==================== register_file
Fig. 1: register_file, floorplan with the power grid
Pins as bars on the die edge.
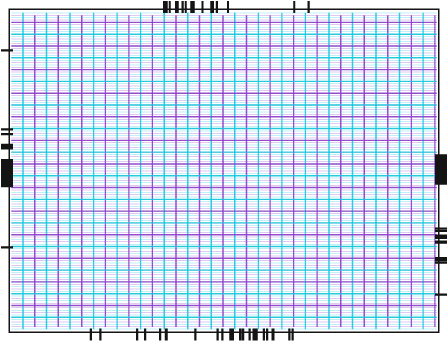

## src/rtl/register_file.sv

```systemverilog
// ---------------------------------------------------------------------------
// register_file
//   General-purpose register file for the single-cycle MIPS datapath.
//   Two asynchronous read ports (rs/rt operands), one synchronous write port
//   (write-back), register 0 hardwired to zero.
//
//   Ports:
//     clk              rising-edge clock
//     rst_n            asynchronous active-low reset; clears every entry
//     RegWrite         write enable from the control unit
//     Read_register_1  rs index
//     Read_register_2  rt index
//     Write_register   destination index (already selected by RegDst)
//     Write_data       write-back value
//     Read_data_1      contents of Read_register_1 (combinational)
//     Read_data_2      contents of Read_register_2 (combinational)
//
//   Build option:
//     REGFILE_BYPASS_EN  when defined, a same-cycle write to the addressed
//                        register is forwarded to the read port before the
//                        clock edge (per port, never for register 0).
// ---------------------------------------------------------------------------
module register_file #(
   parameter int unsigned DATA_WIDTH = 32,
   parameter int unsigned ADDR_WIDTH = 5
) (
   input  logic                  clk,
   input  logic                  rst_n,
   input  logic                  RegWrite,
   input  logic [ADDR_WIDTH-1:0] Read_register_1,
   input  logic [ADDR_WIDTH-1:0] Read_register_2,
   input  logic [ADDR_WIDTH-1:0] Write_register,
   input  logic [DATA_WIDTH-1:0] Write_data,
   output logic [DATA_WIDTH-1:0] Read_data_1,
   output logic [DATA_WIDTH-1:0] Read_data_2
);

   localparam int unsigned NUM_REGS = 2 ** ADDR_WIDTH;

   logic [DATA_WIDTH-1:0] regs [NUM_REGS];
   logic                  wr_en_c;

   // A write to index 0 is dropped so entry 0 stays at its reset value.
   assign wr_en_c = RegWrite && (Write_register != ADDR_WIDTH'(0));

   // Storage: async clear, one write per edge.
   always_ff @(posedge clk or negedge rst_n) begin
      if (!rst_n) begin
         for (int i = 0; i < int'(NUM_REGS); i++) begin
            regs[i] <= '0;
         end
      end else if (wr_en_c) begin
         regs[Write_register] <= Write_data;
      end
   end

   // Read ports: zero-latency lookup, index 0 forced to zero.
   always_comb begin
      Read_data_1 = '0;
      Read_data_2 = '0;
      if (Read_register_1 != ADDR_WIDTH'(0)) begin
         Read_data_1 = regs[Read_register_1];
      end
      if (Read_register_2 != ADDR_WIDTH'(0)) begin
         Read_data_2 = regs[Read_register_2];
      end
`ifdef REGFILE_BYPASS_EN
      // Write-through: the pending write wins over the stored value.
      // wr_en_c already excludes index 0; rst_n keeps reset reads at zero.
      if (rst_n && wr_en_c && (Write_register == Read_register_1)) begin
         Read_data_1 = Write_data;
      end
      if (rst_n && wr_en_c && (Write_register == Read_register_2)) begin
         Read_data_2 = Write_data;
      end
`endif
   end

endmodule

```

## config.mk

```make
export PLATFORM = sky130hd
export DESIGN_NAME = register_file
export DESIGN_NICKNAME = d
export VERILOG_FILES = /design/src/rtl/register_file.sv
export SDC_FILE = /design/constraint.sdc
export NUM_CORES = 2
export LEC_CHECK = 0
export CORE_ASPECT_RATIO = 0.75
export CORE_MARGIN = 1
export CORE_UTILIZATION = 30
export CTS_CLUSTER_SIZE = 10
export DETAILED_ROUTE_END_ITERATION = 8
export MAX_ROUTING_LAYER = met4
export PLACE_DENSITY = 0.46
export SLEW_MARGIN = 20
export SYNTH_ARGS = -nofsm -noshare
export SYNTH_HDL_FRONTEND = slang
export SYNTH_SLANG_ARGS = --single-unit
```

## constraint.sdc

```tcl
create_clock -name clk -period 5.3 [get_ports clk]
set_clock_uncertainty 0.1 [all_clocks]
set_input_delay 1.06 -clock clk [delete_from_list [all_inputs] [get_ports clk]]
set_output_delay 1.06 -clock clk [all_outputs]
set_load 0.01 [all_outputs]
```

==================== audio_sample_buffer
**config.mk**
```make
export PLATFORM = sky130hd
export DESIGN_NAME = audio_sample_buffer
export DESIGN_NICKNAME = d
export VERILOG_FILES = /design/src/rtl/audio_sample_buffer_pkg.sv /design/src/rtl/audio_sample_buffer_fifo.sv /design/src/rtl/audio_sample_buffer.sv
export SDC_FILE = /design/constraint.sdc
export NUM_CORES = 1
export LEC_CHECK = 0
export CORE_MARGIN = 10
export CORE_UTILIZATION = 45
export DETAILED_ROUTE_END_ITERATION = 7
export HOLD_SLACK_MARGIN = 0.08
export PLACE_DENSITY = 0.62
export SLEW_MARGIN = 20
export SYNTH_ARGS = -nofsm -noshare
export SYNTH_HDL_FRONTEND = slang
export SYNTH_SLANG_ARGS = --single-unit
```
**constraint.sdc**
```tcl
create_clock -name clk_50 -period 4.75 [get_ports clk_50]
set_input_delay 0.7125 -clock clk_50 [delete_from_list [all_inputs] [get_ports clk_50]]
set_output_delay 0.7125 -clock clk_50 [all_outputs]
set_load 0.01 [all_outputs]
```
**src/rtl/audio_sample_buffer_pkg.sv**
```systemverilog
// Shared types and helpers for the audio sample buffer (package audio_pkg).
// The optional peak meter is controlled by AUDIO_SAMPLE_BUFFER_PEAK_METER_EN.
package audio_pkg;

    localparam int AUDIO_DATA_WIDTH = 16;

    typedef logic signed [AUDIO_DATA_WIDTH-1:0] audio_sample_t;

    // Counter increment that holds at all-ones for a counter w bits wide (w <= 32).
    function automatic logic [31:0] sat_inc(input logic [31:0] v, input int w);
        logic [31:0] max_v;
        max_v = (w >= 32) ? 32'hFFFF_FFFF : ((32'd1 << w) - 32'd1);
        return (v == max_v) ? v : v + 32'd1;
    endfunction

endpackage

```
**src/rtl/audio_sample_buffer_fifo.sv**
```systemverilog
// Generic synchronous FIFO: push/pop/flush, combinational head, occupancy count.
// Full/empty come from the count; pointers wrap modulo DEPTH (power of two).
module sample_fifo #(
    parameter int WIDTH = 16,
    parameter int DEPTH = 8
) (
    input  logic                     clk,
    input  logic                     rst_n,
    input  logic                     push,
    input  logic                     pop,
    input  logic                     flush,
    input  logic [WIDTH-1:0]         din,
    output logic [WIDTH-1:0]         head,
    output logic                     full,
    output logic                     empty,
    output logic [$clog2(DEPTH):0]   count
);
    localparam int PTR_W = $clog2(DEPTH);
    localparam int CNT_W = PTR_W + 1;

    logic [WIDTH-1:0] mem [DEPTH];
    logic [PTR_W-1:0] wr_ptr;
    logic [PTR_W-1:0] rd_ptr;
    logic             do_push;
    logic             do_pop;

    assign full    = (count == CNT_W'(DEPTH));
    assign empty   = (count == '0);
    assign head    = mem[rd_ptr];
    // A pop on a full FIFO frees the slot the same-cycle push lands in.
    assign do_push = push && (!full || pop) && !flush;
    assign do_pop  = pop && !empty && !flush;

    always_ff @(posedge clk) begin
        if (do_push) mem[wr_ptr] <= din;
    end

    always_ff @(posedge clk or negedge rst_n) begin
        if (!rst_n) begin
            wr_ptr <= '0;
            rd_ptr <= '0;
            count  <= '0;
        end else if (flush) begin
            wr_ptr <= '0;
            rd_ptr <= '0;
            count  <= '0;
        end else begin
            if (do_push) wr_ptr <= wr_ptr + 1'b1;
            if (do_pop)  rd_ptr <= rd_ptr + 1'b1;
            count <= count + CNT_W'(do_push) - CNT_W'(do_pop);
        end
    end

endmodule

```
**src/rtl/audio_sample_buffer.sv**
```systemverilog
// Sample FIFO between flash fetcher and codec writer with attenuation, underrun/overflow
// counters and an optional peak meter (AUDIO_SAMPLE_BUFFER_PEAK_METER_EN).
module audio_sample_buffer #(
    parameter int AUDIO_DATA_WIDTH = 16,
    parameter int FIFO_DEPTH       = 8,
    parameter int CNT_WIDTH        = 16,
    parameter int PEAK_WINDOW      = 256
) (
    input  logic                              clk_50,
    input  logic                              rst_n,
    input  logic signed [AUDIO_DATA_WIDTH-1:0] audio_data,
    input  logic                              audio_ready,
    input  logic                              flush,
    input  logic                              mute_hold,
    input  logic [2:0]                        volume_shift,
    input  logic                              sample_req,
    output logic signed [AUDIO_DATA_WIDTH-1:0] sample_out,
    output logic                              sample_valid,
    output logic [$clog2(FIFO_DEPTH):0]       fill_level,
    output logic [CNT_WIDTH-1:0]              underrun_cnt,
    output logic [CNT_WIDTH-1:0]              overflow_cnt,
    output logic signed [AUDIO_DATA_WIDTH-1:0] peak_level
);
    import audio_pkg::*;

    localparam int W = AUDIO_DATA_WIDTH;

    function automatic logic signed [W-1:0] sat_abs(input logic signed [W-1:0] v);
        if (v == {1'b1, {(W-1){1'b0}}}) return {1'b0, {(W-1){1'b1}}};
        return (v < 0) ? -v : v;
    endfunction

    logic [W-1:0]        head;
    logic                full;
    logic                empty;
    logic signed [W-1:0] last_sample;
    logic signed [W-1:0] base_p0;
    logic signed [W-1:0] shifted_p0;
    logic signed [W-1:0] served_p1;
    logic                vld_p1;

    sample_fifo #(.WIDTH(W), .DEPTH(FIFO_DEPTH)) u_fifo (
        .clk   (clk_50),
        .rst_n (rst_n),
        .push  (audio_ready),
        .pop   (sample_req),
        .flush (flush),
        .din   (audio_data),
        .head  (head),
        .full  (full),
        .empty (empty),
        .count (fill_level)
    );

    always_comb begin
        base_p0 = '0;
        if (!empty)        base_p0 = head;
        else if (mute_hold) base_p0 = last_sample;
        shifted_p0 = base_p0 >>> volume_shift;
    end

    // p0 -> p1: served sample registered one cycle after the request
    always_ff @(posedge clk_50 or negedge rst_n) begin
        if (!rst_n) begin
            served_p1    <= '0;
            vld_p1       <= 1'b0;
            last_sample  <= '0;
            underrun_cnt <= '0;
            overflow_cnt <= '0;
        end else begin
            vld_p1 <= sample_req;
            if (sample_req) begin
                served_p1 <= shifted_p0;
                if (!empty) last_sample <= head;
                else underrun_cnt <= CNT_WIDTH'(sat_inc(32'(underrun_cnt), CNT_WIDTH));
            end
            if (audio_ready && full && !sample_req && !flush)
                overflow_cnt <= CNT_WIDTH'(sat_inc(32'(overflow_cnt), CNT_WIDTH));
        end
    end

    assign sample_out   = served_p1;
    assign sample_valid = vld_p1;

`ifdef AUDIO_SAMPLE_BUFFER_PEAK_METER_EN
    localparam int WIN_W = $clog2(PEAK_WINDOW + 1);

    logic [WIN_W-1:0]    win_cnt;
    logic signed [W-1:0] run_max;
    logic signed [W-1:0] abs_p0;
    logic signed [W-1:0] new_max;

    always_comb begin
        abs_p0  = sat_abs(shifted_p0);
        new_max = (abs_p0 > run_max) ? abs_p0 : run_max;
    end

    always_ff @(posedge clk_50 or negedge rst_n) begin
        if (!rst_n) begin
            win_cnt    <= '0;
            run_max    <= '0;
            peak_level <= '0;
        end else if (sample_req) begin
            if (win_cnt == WIN_W'(PEAK_WINDOW - 1)) begin
                peak_level <= new_max;
                run_max    <= '0;
                win_cnt    <= '0;
            end else begin
                run_max <= new_max;
                win_cnt <= win_cnt + 1'b1;
            end
        end
    end
`else
    logic [31:0] unused_peak_window;
    assign unused_peak_window = 32'(PEAK_WINDOW);
    assign peak_level = '0;
`endif

endmodule

```
==================== microwave_timer_ctrl
<file path="src/rtl/microwave_pkg.sv">
// Shared definitions for the microwave countdown control slice:
// FSM state codes, BCD limits, default tick divider and entry helpers.
package microwave_pkg;

    // Controller states
    localparam int unsigned STATE_W = 3;
    localparam logic [STATE_W-1:0] ST_IDLE  = 3'd0;
    localparam logic [STATE_W-1:0] ST_SET   = 3'd1;
    localparam logic [STATE_W-1:0] ST_LOAD  = 3'd2;
    localparam logic [STATE_W-1:0] ST_RUN   = 3'd3;
    localparam logic [STATE_W-1:0] ST_PAUSE = 3'd4;
    localparam logic [STATE_W-1:0] ST_DONE  = 3'd5;

    // BCD limits: keypad digits and the seconds-tens counter range
    localparam logic [3:0] BCD_MAX_DIGIT = 4'd9;
    localparam logic [3:0] BCD_MAX_TENS  = 4'd5;

    // Clock cycles per 1 s countdown tick
    localparam int unsigned DEFAULT_TICK_DIV = 100;

    // Three-digit M:SS entry register
    typedef struct packed {
        logic [3:0] min;
        logic [3:0] sec_t;
        logic [3:0] sec_u;
    } entry_t;

    // The seconds-tens counter only counts 0..5, so larger keyed values are clamped on load
    function automatic logic [3:0] sat_tens(input logic [3:0] v);
        return (v > BCD_MAX_TENS) ? BCD_MAX_TENS : v;
    endfunction

    // Keypad entry shifts left one digit; the new digit lands in seconds-units
    function automatic entry_t shift_in(input entry_t e, input logic [3:0] d);
        entry_t r;
        r.min   = e.sec_t;
        r.sec_t = e.sec_u;
        r.sec_u = d;
        return r;
    endfunction

endpackage

</file>
<file path="src/rtl/tick_prescaler.sv">
// Divides clk down to the 1 s countdown tick. Counts 0..TICK_DIV-1 and
// pulses tick on the last count; hold freezes the phase, sync_reset restarts it.
module tick_prescaler
    import microwave_pkg::*;
#(
    parameter int unsigned TICK_DIV = DEFAULT_TICK_DIV
) (
    input  logic clk,
    input  logic clr,
    input  logic sync_reset,
    input  logic hold,
    output logic tick
);

    localparam int unsigned     CW   = $clog2(TICK_DIV);
    localparam logic [CW-1:0]   LAST = CW'(TICK_DIV - 1);

    logic [CW-1:0] r_cnt;
    logic          w_at_last;

    assign w_at_last = (r_cnt == LAST);

    // Phase counter: restart on sync_reset, freeze on hold, else count and wrap
    always_ff @(posedge clk or posedge clr) begin
        if (clr) begin
            r_cnt <= '0;
        end else if (sync_reset) begin
            r_cnt <= '0;
        end else if (!hold) begin
            r_cnt <= w_at_last ? '0 : r_cnt + 1'b1;
        end
    end

    // A held phase never emits its tick, so a suppressed tick is replayed on resume
    assign tick = w_at_last && !hold && !sync_reset;

endmodule

</file>
<file path="src/rtl/microwave_timer_ctrl.sv">
// Control stage in front of the MM:SS countdown chain: keypad entry,
// chain load/clear/decrement control, 1 s tick generation, magnetron and done.
module microwave_timer_ctrl
    import microwave_pkg::*;
#(
    parameter int unsigned TICK_DIV = DEFAULT_TICK_DIV
) (
    input  logic       clk,
    input  logic       clr,
    input  logic       digit_valid,
    input  logic [3:0] digit,
    input  logic       start,
    input  logic       stop,
    input  logic       door_closed,
    input  logic       zero_all,
    output logic [3:0] data_min,
    output logic [3:0] data_sec_t,
    output logic [3:0] data_sec_u,
    output logic       loadn,
    output logic       clrn_cnt,
    output logic       en_cnt,
    output logic       mag_on,
    output logic       done
);

    logic [STATE_W-1:0] r_state;
    logic [STATE_W-1:0] w_state_nxt;
    entry_t             r_entry;
    entry_t             w_entry_nxt;

    logic w_digit_ok;
    logic w_entry_nz;
    logic w_halt;
    logic w_pre_rst;
    logic w_pre_hold;
    logic w_tick;

    assign w_digit_ok = digit_valid && (digit <= BCD_MAX_DIGIT);
    assign w_entry_nz = (r_entry != '0);
    assign w_halt     = stop || !door_closed;

    // Phase restarts during LOAD so the first tick lands TICK_DIV cycles into RUN;
    // it is frozen outside RUN and on the cycle RUN is abandoned.
    assign w_pre_rst  = (r_state == ST_LOAD);
    assign w_pre_hold = (r_state != ST_RUN) || w_halt;

    tick_prescaler #(
        .TICK_DIV (TICK_DIV)
    ) u_prescaler (
        .clk        (clk),
        .clr        (clr),
        .sync_reset (w_pre_rst),
        .hold       (w_pre_hold),
        .tick       (w_tick)
    );

    // Next state and entry register; stop always takes priority over start
    always_comb begin
        w_state_nxt = r_state;
        w_entry_nxt = r_entry;
        case (r_state)
            ST_IDLE: begin
                if (stop) begin
                    w_entry_nxt = '0;
                end else if (w_digit_ok) begin
                    w_entry_nxt = shift_in(r_entry, digit);
                    w_state_nxt = ST_SET;
                end
            end
            ST_SET: begin
                // A start that launches the cook wins over a digit in the same cycle,
                // so the chain loads exactly the value that was checked for non-zero.
                if (stop) begin
                    w_entry_nxt = '0;
                    w_state_nxt = ST_IDLE;
                end else if (start && door_closed && w_entry_nz) begin
                    w_state_nxt = ST_LOAD;
                end else if (w_digit_ok) begin
                    w_entry_nxt = shift_in(r_entry, digit);
                end
            end
            ST_LOAD: begin
                w_state_nxt = ST_RUN;
            end
            ST_RUN: begin
                // zero_all is ignored on a tick cycle: the chain is still mid-decrement
                if (w_halt) begin
                    w_state_nxt = ST_PAUSE;
                end else if (zero_all && !w_tick) begin
                    w_state_nxt = ST_DONE;
                end
            end
            ST_PAUSE: begin
                if (stop) begin
                    w_entry_nxt = '0;
                    w_state_nxt = ST_IDLE;
                end else if (start && door_closed) begin
                    w_state_nxt = ST_RUN;
                end
            end
            ST_DONE: begin
                if (stop) begin
                    w_entry_nxt = '0;
                    w_state_nxt = ST_IDLE;
                end else if (w_digit_ok) begin
                    w_entry_nxt = shift_in('0, digit);
                    w_state_nxt = ST_SET;
                end
            end
            default: begin
                w_entry_nxt = '0;
                w_state_nxt = ST_IDLE;
            end
        endcase
    end

    // State and entry registers
    always_ff @(posedge clk or posedge clr) begin
        if (clr) begin
            r_state <= ST_IDLE;
            r_entry <= '0;
        end else begin
            r_state <= w_state_nxt;
            r_entry <= w_entry_nxt;
        end
    end

    // Outputs decode directly from state so an async reset drops them at once
    assign clrn_cnt   = !((r_state == ST_IDLE) || (r_state == ST_SET));
    assign loadn      = (r_state != ST_LOAD);
    assign mag_on     = (r_state == ST_RUN);
    assign done       = (r_state == ST_DONE);
    assign en_cnt     = w_tick;

    assign data_min   = r_entry.min;
    assign data_sec_t = sat_tens(r_entry.sec_t);
    assign data_sec_u = r_entry.sec_u;

endmodule

</file>
<file path="config.mk">
export PLATFORM = sky130hd
export DESIGN_NAME = microwave_timer_ctrl
export DESIGN_NICKNAME = d
export VERILOG_FILES = /design/src/rtl/microwave_pkg.sv /design/src/rtl/tick_prescaler.sv /design/src/rtl/microwave_timer_ctrl.sv
export SDC_FILE = /design/constraint.sdc
export NUM_CORES = 1
export LEC_CHECK = 0
export CAP_MARGIN = 20
export CORE_MARGIN = 1
export CORE_UTILIZATION = 30
export CTS_BUF_LIST = sky130_fd_sc_hd__clkbuf_16
export CTS_CLUSTER_SIZE = 24
export DETAILED_ROUTE_END_ITERATION = 7
export GPL_ROUTABILITY_DRIVEN = 0
export PLACE_DENSITY_LB_ADDON = 0.15
export SLEW_MARGIN = 20
export SYNTH_ARGS = -nofsm -noshare
export SYNTH_HDL_FRONTEND = slang
export SYNTH_SLANG_ARGS = --single-unit
export TNS_END_PERCENT = 10
</file>
<file path="constraint.sdc">
create_clock -name clk -period 4.8 [get_ports clk]
set_input_delay 0.48 -clock clk [delete_from_list [all_inputs] [get_ports clk]]
set_output_delay 0.48 -clock clk [all_outputs]
set_load 0.005 [all_outputs]
</file>
==================== vga_src_sched
$ cat src/rtl/vga_src_sched.sv
// vga_src_sched: frame-synchronous scheduler for the shared VGA pixel path.
// Latches per-source requests only on frame_start, so the granted source can
// change only between frames. The granted source's pixel is muxed onto
// data_out with one cycle of registered latency.
//
// Optional feature: define VGA_SRC_SCHED_RR_EN to replace fixed-priority
// winner selection (lowest requesting index) with round-robin selection
// starting just after the last granted index.
//
// state     | meaning
// ----------+--------------------------------------------
// ST_IDLE   | no source granted, data_out blanks
// ST_ACTIVE | exactly one source granted (src_sel valid)

module vga_src_sched #(
    parameter int                N_SRC       = 4,
    parameter int                DATA_W      = 16,
    parameter int                MIN_FRAMES  = 2,
    parameter logic [DATA_W-1:0] BLANK_COLOR = '0
) (
    input  logic                      clk,
    input  logic                      rst,
    input  logic                      frame_start,
    input  logic                      de,
    input  logic [N_SRC-1:0]          src_req,
    input  logic [N_SRC*DATA_W-1:0]   src_data,
    output logic [N_SRC-1:0]          src_grant,
    output logic [$clog2(N_SRC)-1:0]  src_sel,
    output logic                      sel_valid,
    output logic                      switch_pulse,
    output logic [DATA_W-1:0]         data_out
);

    localparam int SEL_W  = $clog2(N_SRC);
    localparam int HOLD_W = $clog2(MIN_FRAMES + 1);

    localparam logic [HOLD_W-1:0] HOLD_MAX = HOLD_W'(MIN_FRAMES);

    localparam logic [0:0] ST_IDLE   = 1'b0;
    localparam logic [0:0] ST_ACTIVE = 1'b1;

    logic [0:0]        state;
    logic [0:0]        nxt_state;
    logic [SEL_W-1:0]  nxt_sel;
    logic              nxt_change;
    logic [HOLD_W-1:0] hold_cnt;
    logic [HOLD_W-1:0] nxt_hold;

    logic              win_found;
    logic [SEL_W-1:0]  win_idx;

    logic [DATA_W-1:0] src_pix [N_SRC];

`ifdef VGA_SRC_SCHED_RR_EN
    logic [SEL_W-1:0]  rr_ptr;
`endif

    // Unpack the flat source bus into one pixel per source.
    always_comb begin
        for (int i = 0; i < N_SRC; i++) begin
            src_pix[i] = src_data[i*DATA_W +: DATA_W];
        end
    end

    // Winner selection among the current requesters.
    always_comb begin
        win_found = |src_req;
        win_idx   = '0;
`ifdef VGA_SRC_SCHED_RR_EN
        // Walk from the farthest candidate back to the nearest so the
        // first requester after rr_ptr is the last one assigned; rr_ptr
        // itself is considered last (k == N_SRC).
        for (int k = N_SRC; k >= 1; k--) begin
            int j;
            j = int'(rr_ptr) + k;
            if (j >= N_SRC) begin
                j = j - N_SRC;
            end
            if (src_req[j]) begin
                win_idx = SEL_W'(j);
            end
        end
`else
        // Scan downward so the lowest requesting index wins.
        for (int i = N_SRC - 1; i >= 0; i--) begin
            if (src_req[i]) begin
                win_idx = SEL_W'(i);
            end
        end
`endif
    end

    // Frame-boundary grant decision; outside frame_start nothing moves.
    always_comb begin
        nxt_state  = state;
        nxt_sel    = src_sel;
        nxt_change = 1'b0;
        nxt_hold   = hold_cnt;

        if (frame_start) begin
            if (!win_found) begin
                nxt_state  = ST_IDLE;
                nxt_sel    = '0;
                nxt_hold   = '0;
                nxt_change = (state == ST_ACTIVE);
            end else if (state == ST_IDLE) begin
                nxt_state  = ST_ACTIVE;
                nxt_sel    = win_idx;
                nxt_hold   = '0;
                nxt_change = 1'b1;
            end else if (!src_req[src_sel]) begin
                // Current owner dropped out; some other source wins.
                nxt_sel    = win_idx;
                nxt_hold   = '0;
                nxt_change = 1'b1;
            end else if (int'(hold_cnt) < MIN_FRAMES - 1) begin
                // Owner still inside its minimum tenure.
                nxt_hold = (hold_cnt == HOLD_MAX) ? hold_cnt : hold_cnt + 1'b1;
            end else if (win_idx == src_sel) begin
                // Re-arbitration picked the owner again: no visible change.
                nxt_hold = (hold_cnt == HOLD_MAX) ? hold_cnt : hold_cnt + 1'b1;
            end else begin
                nxt_sel    = win_idx;
                nxt_hold   = '0;
                nxt_change = 1'b1;
            end
        end
    end

    // Registered grant outputs and FSM state.
    always_ff @(posedge clk) begin
        if (rst) begin
            state        <= ST_IDLE;
            src_sel      <= '0;
            sel_valid    <= 1'b0;
            src_grant    <= '0;
            switch_pulse <= 1'b0;
        end else begin
            state        <= nxt_state;
            src_sel      <= nxt_sel;
            sel_valid    <= (nxt_state == ST_ACTIVE);
            src_grant    <= (nxt_state == ST_ACTIVE)
                            ? ({{(N_SRC-1){1'b0}}, 1'b1} << nxt_sel)
                            : '0;
            switch_pulse <= nxt_change;
        end
    end

    // Tenure counter: frames the current owner has held the grant.
    always_ff @(posedge clk) begin
        if (rst) begin
            hold_cnt <= '0;
        end else begin
            hold_cnt <= nxt_hold;
        end
    end

`ifdef VGA_SRC_SCHED_RR_EN
    // Remember the most recently granted index as the round-robin origin.
    always_ff @(posedge clk) begin
        if (rst) begin
            rr_ptr <= '0;
        end else if (frame_start && (nxt_state == ST_ACTIVE)) begin
            rr_ptr <= nxt_sel;
        end
    end
`endif

    // Pixel mux; de is used as-is, so the caller aligns it with the latency.
    always_ff @(posedge clk) begin
        if (rst) begin
            data_out <= BLANK_COLOR;
        end else if (sel_valid && de) begin
            data_out <= src_pix[src_sel];
        end else begin
            data_out <= BLANK_COLOR;
        end
    end

endmodule
$ cat config.mk
export PLATFORM = sky130hd
export DESIGN_NAME = vga_src_sched
export DESIGN_NICKNAME = d
export VERILOG_FILES = /design/src/rtl/vga_src_sched.sv
export SDC_FILE = /design/constraint.sdc
export NUM_CORES = 1
export LEC_CHECK = 0
export CORE_MARGIN = 2
export CORE_UTILIZATION = 35
export DETAILED_ROUTE_END_ITERATION = 7
export PLACE_DENSITY = 0.88
export SYNTH_ARGS = -nofsm -noshare
export SYNTH_HDL_FRONTEND = slang
export SYNTH_SLANG_ARGS = --single-unit
$ cat constraint.sdc
create_clock -name clk -period 2.1 [get_ports clk]
set_clock_uncertainty 0.05 [all_clocks]
set_input_delay 0.21 -clock clk [delete_from_list [all_inputs] [get_ports clk]]
set_output_delay 0.21 -clock clk [all_outputs]
set_load 0.01 [all_outputs]

==> notes/layouts.md <==
Pictures saved along the way, in no particular order.

Floorplan with the power grid.
image #1
Scale: 6 px per um. Pins as bars on the die edge.
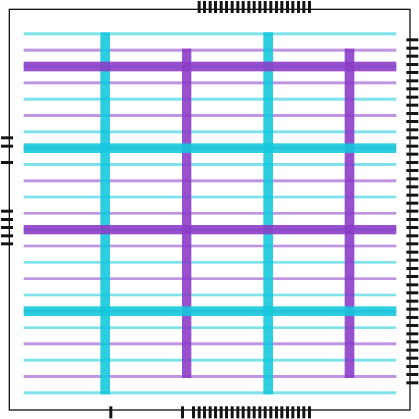
image #2
Scale: 6 px per um. Pins as bars on the die edge.
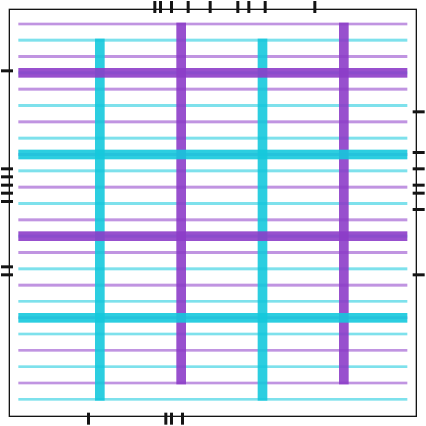
image #3
Scale: 2 px per um. Pins as bars on the die edge.
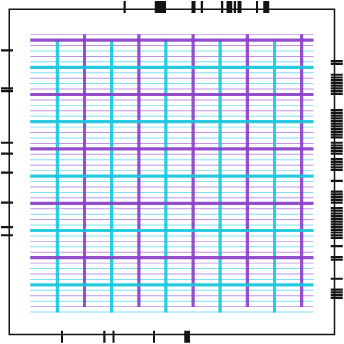
- image #3 = audio_sample_buffer
- image #1 = vga_src_sched
- image #2 = microwave_timer_ctrl

Key to image #3:
Key: cyan = VSS; purple = VDD
10 straps on met5. 52 met1 rails follow the rows. 94 signal pins sit on the boundary. The core has 51 rows.

Fig. 2: audio_sample_buffer, cell classes on the final placement
Scale: 3 px per um. Fill, decap, tap and diode cells in gray.
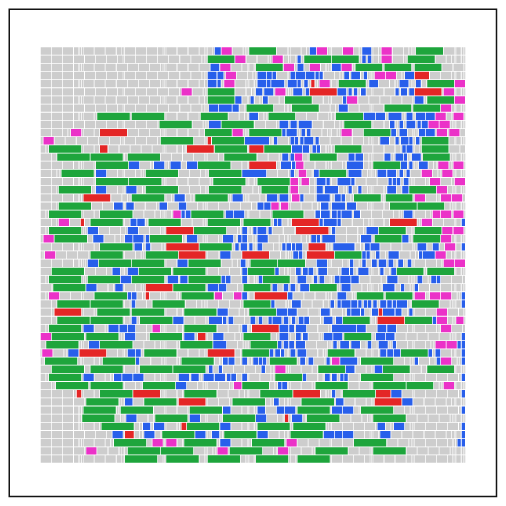
Key: magenta = remaining buffers and delay cells [cells 93, share of their area 8.5%]; green = sequential cells [cells 203, share of their area 55%]; red = clock drivers and dummy loads [cells 40, share of their area 7.2%]; blue = remaining logic cells [cells 451, share of their area 29%]
post-route cell area: 0.0108 mm2
fraction of area in registers: 0.531

Fig. 3: audio_sample_buffer, where the registers sit
Scale: 3 px per um.
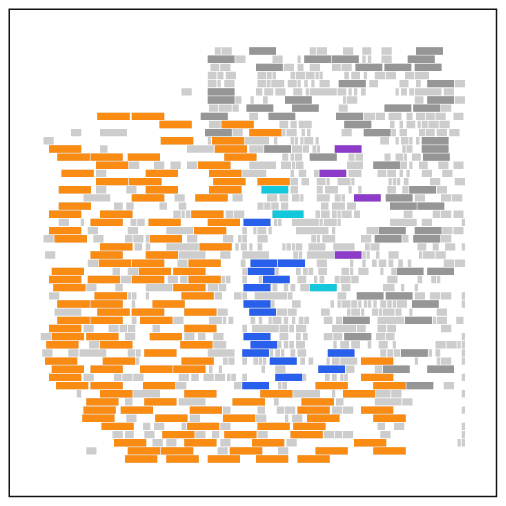
Key: cyan = u_fifo.rd_ptr [sequential cells 3]; purple = u_fifo.count [sequential cells 4]; blue = last_sample [sequential cells 16]; orange = u_fifo.mem [sequential cells 128]
final core occ: 0.548
register area: 0.00572 mm2
P_seq: 2.31 mW

==> flow_metrics.env, audio_sample_buffer <==
# implementation run metrics
export IMPL_start_kind="flip-flop"
export IMPL_swShare=0.312
export IMPL_p_int_mw=3.87
export IMPL_inverters=15
export IMPL_dp_cells=1012
export IMPL_via_per_inst=5.45
export IMPL_worstMarginPinSlew_ns=0.950
export IMPL_maxCapViolations=0
export IMPL_warnings=27
export IMPL_synthTopCellsByCount="128 x edfxtp_1, 75 x dfrtp_1, 65 x mux2i_1"
export IMPL_met1_usage=0.203
export IMPL_worst_path_dominant_cell_family="adder cells"
export IMPL_grt_pass1_vias=5849
export IMPL_ir_drop_uv=293
export IMPL_rsz0062_at_grt="false"
export IMPL_status="completed"
export IMPL_logic_area_mm2=0.00302
export IMPL_setup_ws_ns=1.70
export IMPL_comb_cells=436
export IMPL_top_usage_layer="met2"
export IMPL_regMostFlops="u_fifo.mem"
export IMPL_yosysWarnings=0
export IMPL_critical_path_startpoint="u_fifo.count[2]$_DFF_PN0_"
export IMPL_top_layer_used="met4"
export IMPL_avgSynthCellArea_um2=13.3
export IMPL_final_antenna_net_count=0
export IMPL_placed_area_mm2=0.0100
export IMPL_edf_count=128
export IMPL_buffer_area_frac=0.0824
export IMPL_syn_inst=683
export IMPL_top_power_group="sequential cells"
export IMPL_arrival_ns=3.41
export IMPL_cpMaxStageDelayCell="dfrtp_1"
export IMPL_routedLengthMet1_um=9180
export IMPL_synth_simple_area_share=0.0910
export IMPL_post_dp_hpwl_um=13900
export IMPL_crit_end="u_fifo.count[2]$_DFF_PN0_"
export IMPL_min_path_type="in -> async"
export IMPL_r2r_start="u_fifo.count[2]$_DFF_PN0_"
export IMPL_fmax_ghz=0.328
export IMPL_cp_buffers_inverters=3
export IMPL_io_pins=94
export IMPL_route_met2_wl_um=9880
Fig. 4: microwave_timer_ctrl, clock network drawn from the DEF
Scale: 8 px per um.
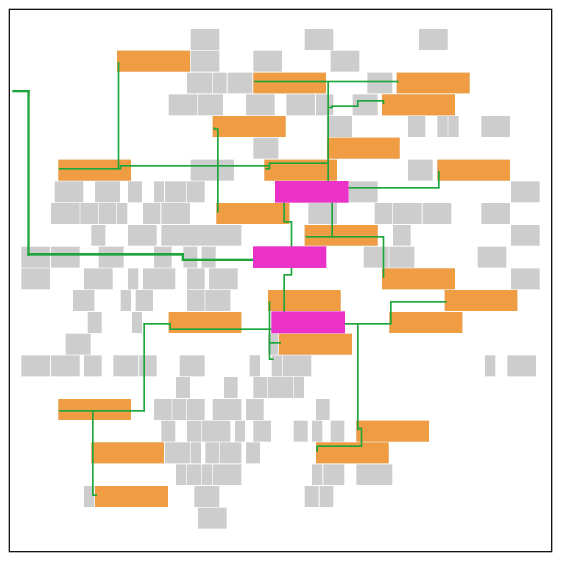
Key: orange = flip-flops [count 22]; green = clock wires [length 310 um]; magenta = clock-net drivers [count 3]
There are 4 routed clock nets.

Fig. 5: microwave_timer_ctrl, where the registers sit
Scale: 6 px per um.
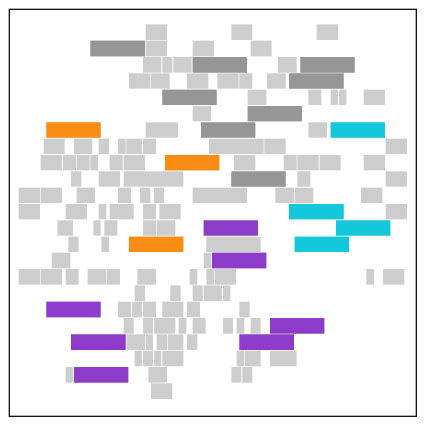
Key: orange = r_state [sequential cells 3]; cyan = data_min [sequential cells 4, where middle right]; purple = u_prescaler.r_cnt [sequential cells 7]

==> flow_metrics.env, microwave_timer_ctrl <==
# implementation run metrics
export IMPL_status="completed"
export IMPL_wl_per_cell_um=14.2
export IMPL_arrival_ns=2.16
export IMPL_yosysTopAreaCell="dfrtp_1"
export IMPL_cp_buffers_inverters=1
export IMPL_ctsLongestPathBuffers=2
export IMPL_largest_register_ffs=7
export IMPL_finalHoldViolCount=0
export IMPL_taps=50
export IMPL_cts_root_buf="clkbuf_16"
export IMPL_setup_tns_ns=0
export IMPL_worstMarginPinSlew_ns=0.893
export IMPL_reg2reg_depth=4
export IMPL_comb_cells=91
export IMPL_final_layout_size_suffix_gt1_frac=0.117
export IMPL_wl_met3_um=90
export IMPL_finalCritPeriodShare=0.550
export IMPL_flop_cell="dfrtp_1"
export IMPL_top_layer_used="met4"
export IMPL_final_util=0.393
export IMPL_cts_tree="yes"
export IMPL_lay_top_cells="26 x clkdlybuf4s50_1, 22 x dfrtp_1, 11 x nand2_1"
export IMPL_ys_seq_frac=0.426
export IMPL_seq_power_share=0.429
export IMPL_p_int_mw=0.435
export IMPL_drtIter0Drc=47
export IMPL_p_comb_frac=0.303
export IMPL_path_max_fanout=10
export IMPL_met1_usage=0.202
export IMPL_top_area_frac=0.426
export IMPL_filler_cell_count=408
export IMPL_synth_simple_area_share=0.233
export IMPL_slew_violations=0
export IMPL_io_pins=28
export IMPL_min_path_type="reg -> reg"
export IMPL_comb_area_share=0.398
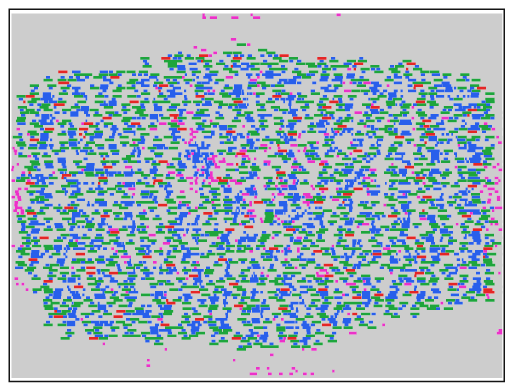
Fig. 6. Cell classes on the final placement (register_file).
Scale: 1 px per um. Fill, decap, tap and diode cells in gray.
Key: green = sequential cells [cells 1,024, share of their area 43%]; magenta = remaining buffers and delay cells [cells 353, share of their area 5.9%]; red = clock drivers and dummy loads [cells 155, share of their area 5.5%]; blue = remaining logic cells [cells 2,165, share of their area 46%]

About Fig. 1:
Key: cyan = VSS; purple = VDD
135 met1 rails follow the rows. 26 straps on met5. 36 straps on met4.
core area: 0.179 mm2
Die Y: 371 um

==> flow_metrics.env, register_file <==
# implementation run metrics
export IMPL_status="completed"
export IMPL_firstDrtPassIters=7
export IMPL_total_power_mw=22.7
export IMPL_fa_ha_area_frac=0
export IMPL_period_minus_slack_ns=5.29
export IMPL_path_cells="buf_8 -> buf_4 -> mux4_2 -> a22oi_1 -> a311oi_1 -> clkdlybuf4s50_1"
export IMPL_min_from="regs[1020]$_DFFE_PN0P_"
export IMPL_fp_util=0.304
export IMPL_synth_async_reset_ratio=1.00
export IMPL_dieArea_mm2=0.183
export IMPL_instances_no_fill=6078
export IMPL_p_comb_frac=0.213
export IMPL_end_kind="output pin"
export IMPL_nClkBuffers=148
export IMPL_p_comb_mw=4.82
export IMPL_post_cts_resized=1
export IMPL_setup_viol=0
export IMPL_cts_tree="yes"
export IMPL_worst_path_dominant_cell_family="buffers and inverters"
export IMPL_logic_area_mm2=0.0271
export IMPL_final_antenna_net_count=0
export IMPL_cts_root_buf="clkbuf_16"
Fig. 7: vga_src_sched, where the registers sit
Scale: 8 px per um.
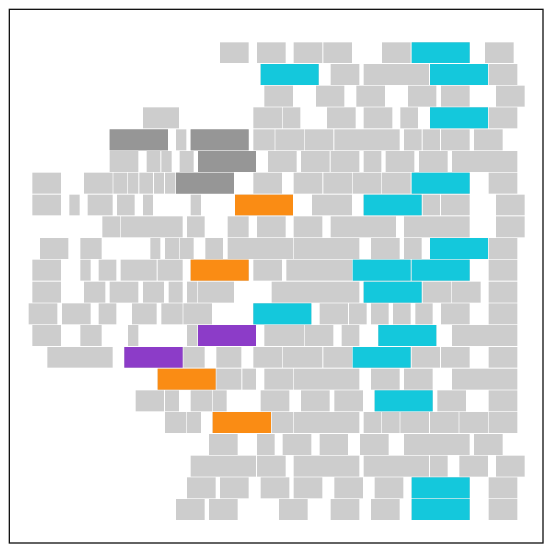
Key: orange = src_grant [sequential cells 4]; purple = src_sel [sequential cells 2]; cyan = data_out [sequential cells 16]
Another 4 sequential cells are not colored.
fraction of area in registers: 0.211
P_seq: 0.517 mW
register area: 520 um2

==> flow_metrics.env, vga_src_sched <==
# implementation run metrics
export IMPL_status="completed"
export IMPL_path_cells="buf_4 -> clkdlybuf4s50_1"
export IMPL_xor_share=0
export IMPL_ys_sh_mux=0.294
export IMPL_grt_use_met2=0.360
export IMPL_end_kind="output pin"
export IMPL_top_power_group="sequential cells"
export IMPL_clock_area_frac=0.0290
export IMPL_drtIter0Drc=40
export IMPL_ctsHoldBuffers=0
export IMPL_placed_area_mm2=0.00239
export IMPL_yosysTopAreaCell="dfxtp_1"
export IMPL_post_dp_hpwl_um=3320
export IMPL_critical_path_startpoint="src_sel[0]$_SDFF_PP0_"
export IMPL_slew_violations=0
export IMPL_area_leaders="dfxtp_1 38%, mux4_2 28%, nor2b_1 7.8%"
export IMPL_p_comb_frac=0.251
export IMPL_powerClk_mw=0.412
export IMPL_lay_top_count="clkdlybuf4s50_1"
export IMPL_io_pins=96
export IMPL_die_h_um=66.5
export IMPL_start_kind="flip-flop"
export IMPL_port_buffers=95
export IMPL_cts_root_buf="clkbuf_8"
export IMPL_finalHoldViolCount=0
export IMPL_fp_util=0.368
export IMPL_period_minus_slack_ns=1.87
export IMPL_fa_ha_area_frac=0.0183
export IMPL_yosysWarnings=0
export IMPL_comb_cells=76
export IMPL_area_delta_synth_final_pct=79.9
export IMPL_grt_pass1_vias=1289
export IMPL_htreeDepth=1
export IMPL_syn_inst=114
export IMPL_critPathKind="reg -> out"
export IMPL_power_switching_mw=0.258
export IMPL_wl_per_cell_um=16.0


==> gallery <==
Clock network drawn from the DEF.
Plate I
Scale: 4 px per um.
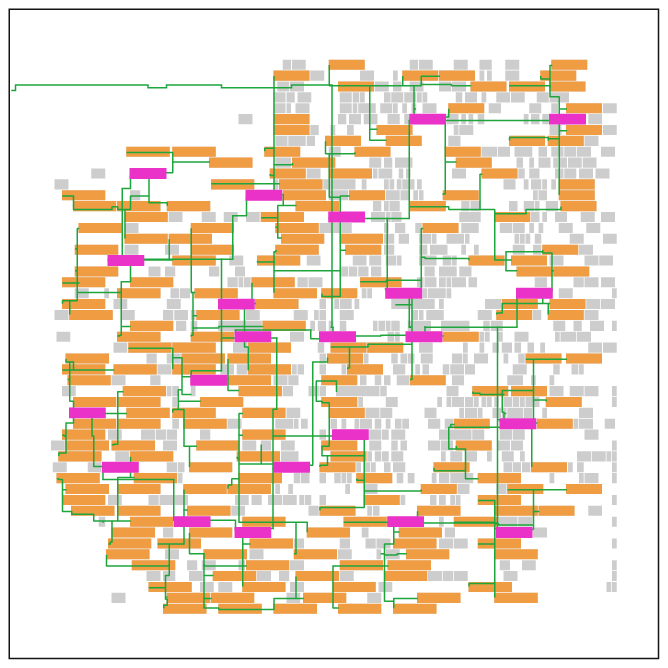
Plate II
Scale: 8 px per um.
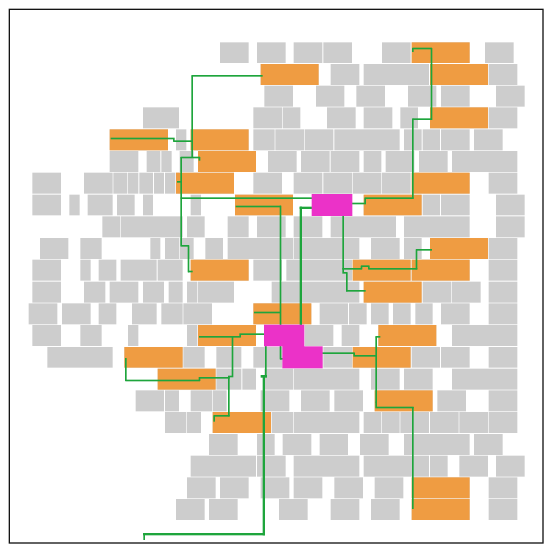
Plate III
Scale: 1 px per um.
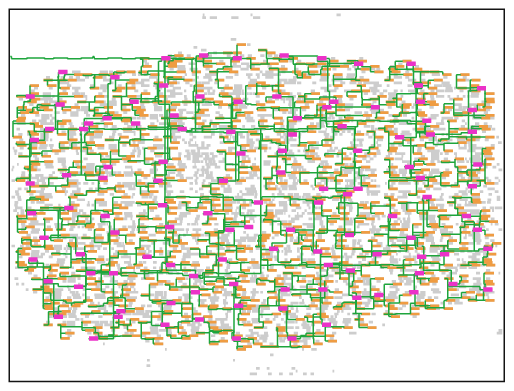
| picture | from |
|---|---|
| Plate II | vga_src_sched |
| Plate I | audio_sample_buffer |
| Plate III | register_file |
Of these, most sequential cells: Plate III
Of these, fewest sequential cells: Plate II


==> gallery <==
Routing congestion map.
panel A
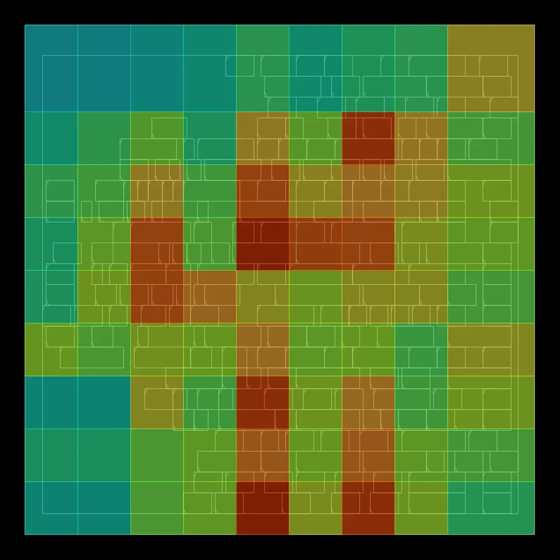
panel B
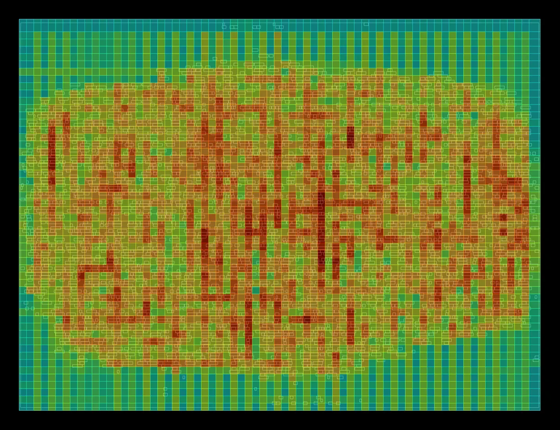
panel C
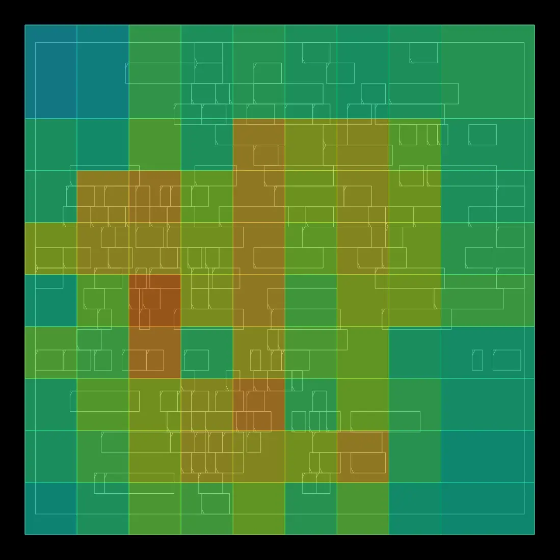
panel D
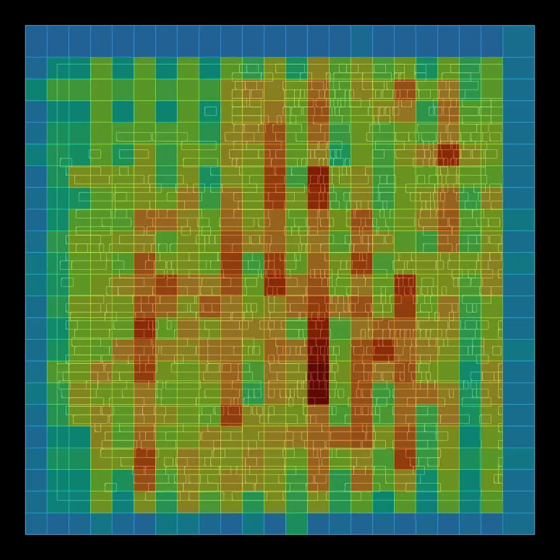
- highest utilization: panel A
- highest track usage: panel B
vga_src_sched: panel A
microwave_timer_ctrl: panel C
register_file: panel B
audio_sample_buffer: panel D

Power figures rest on the tool's default switching activity, not on a simulated workload.
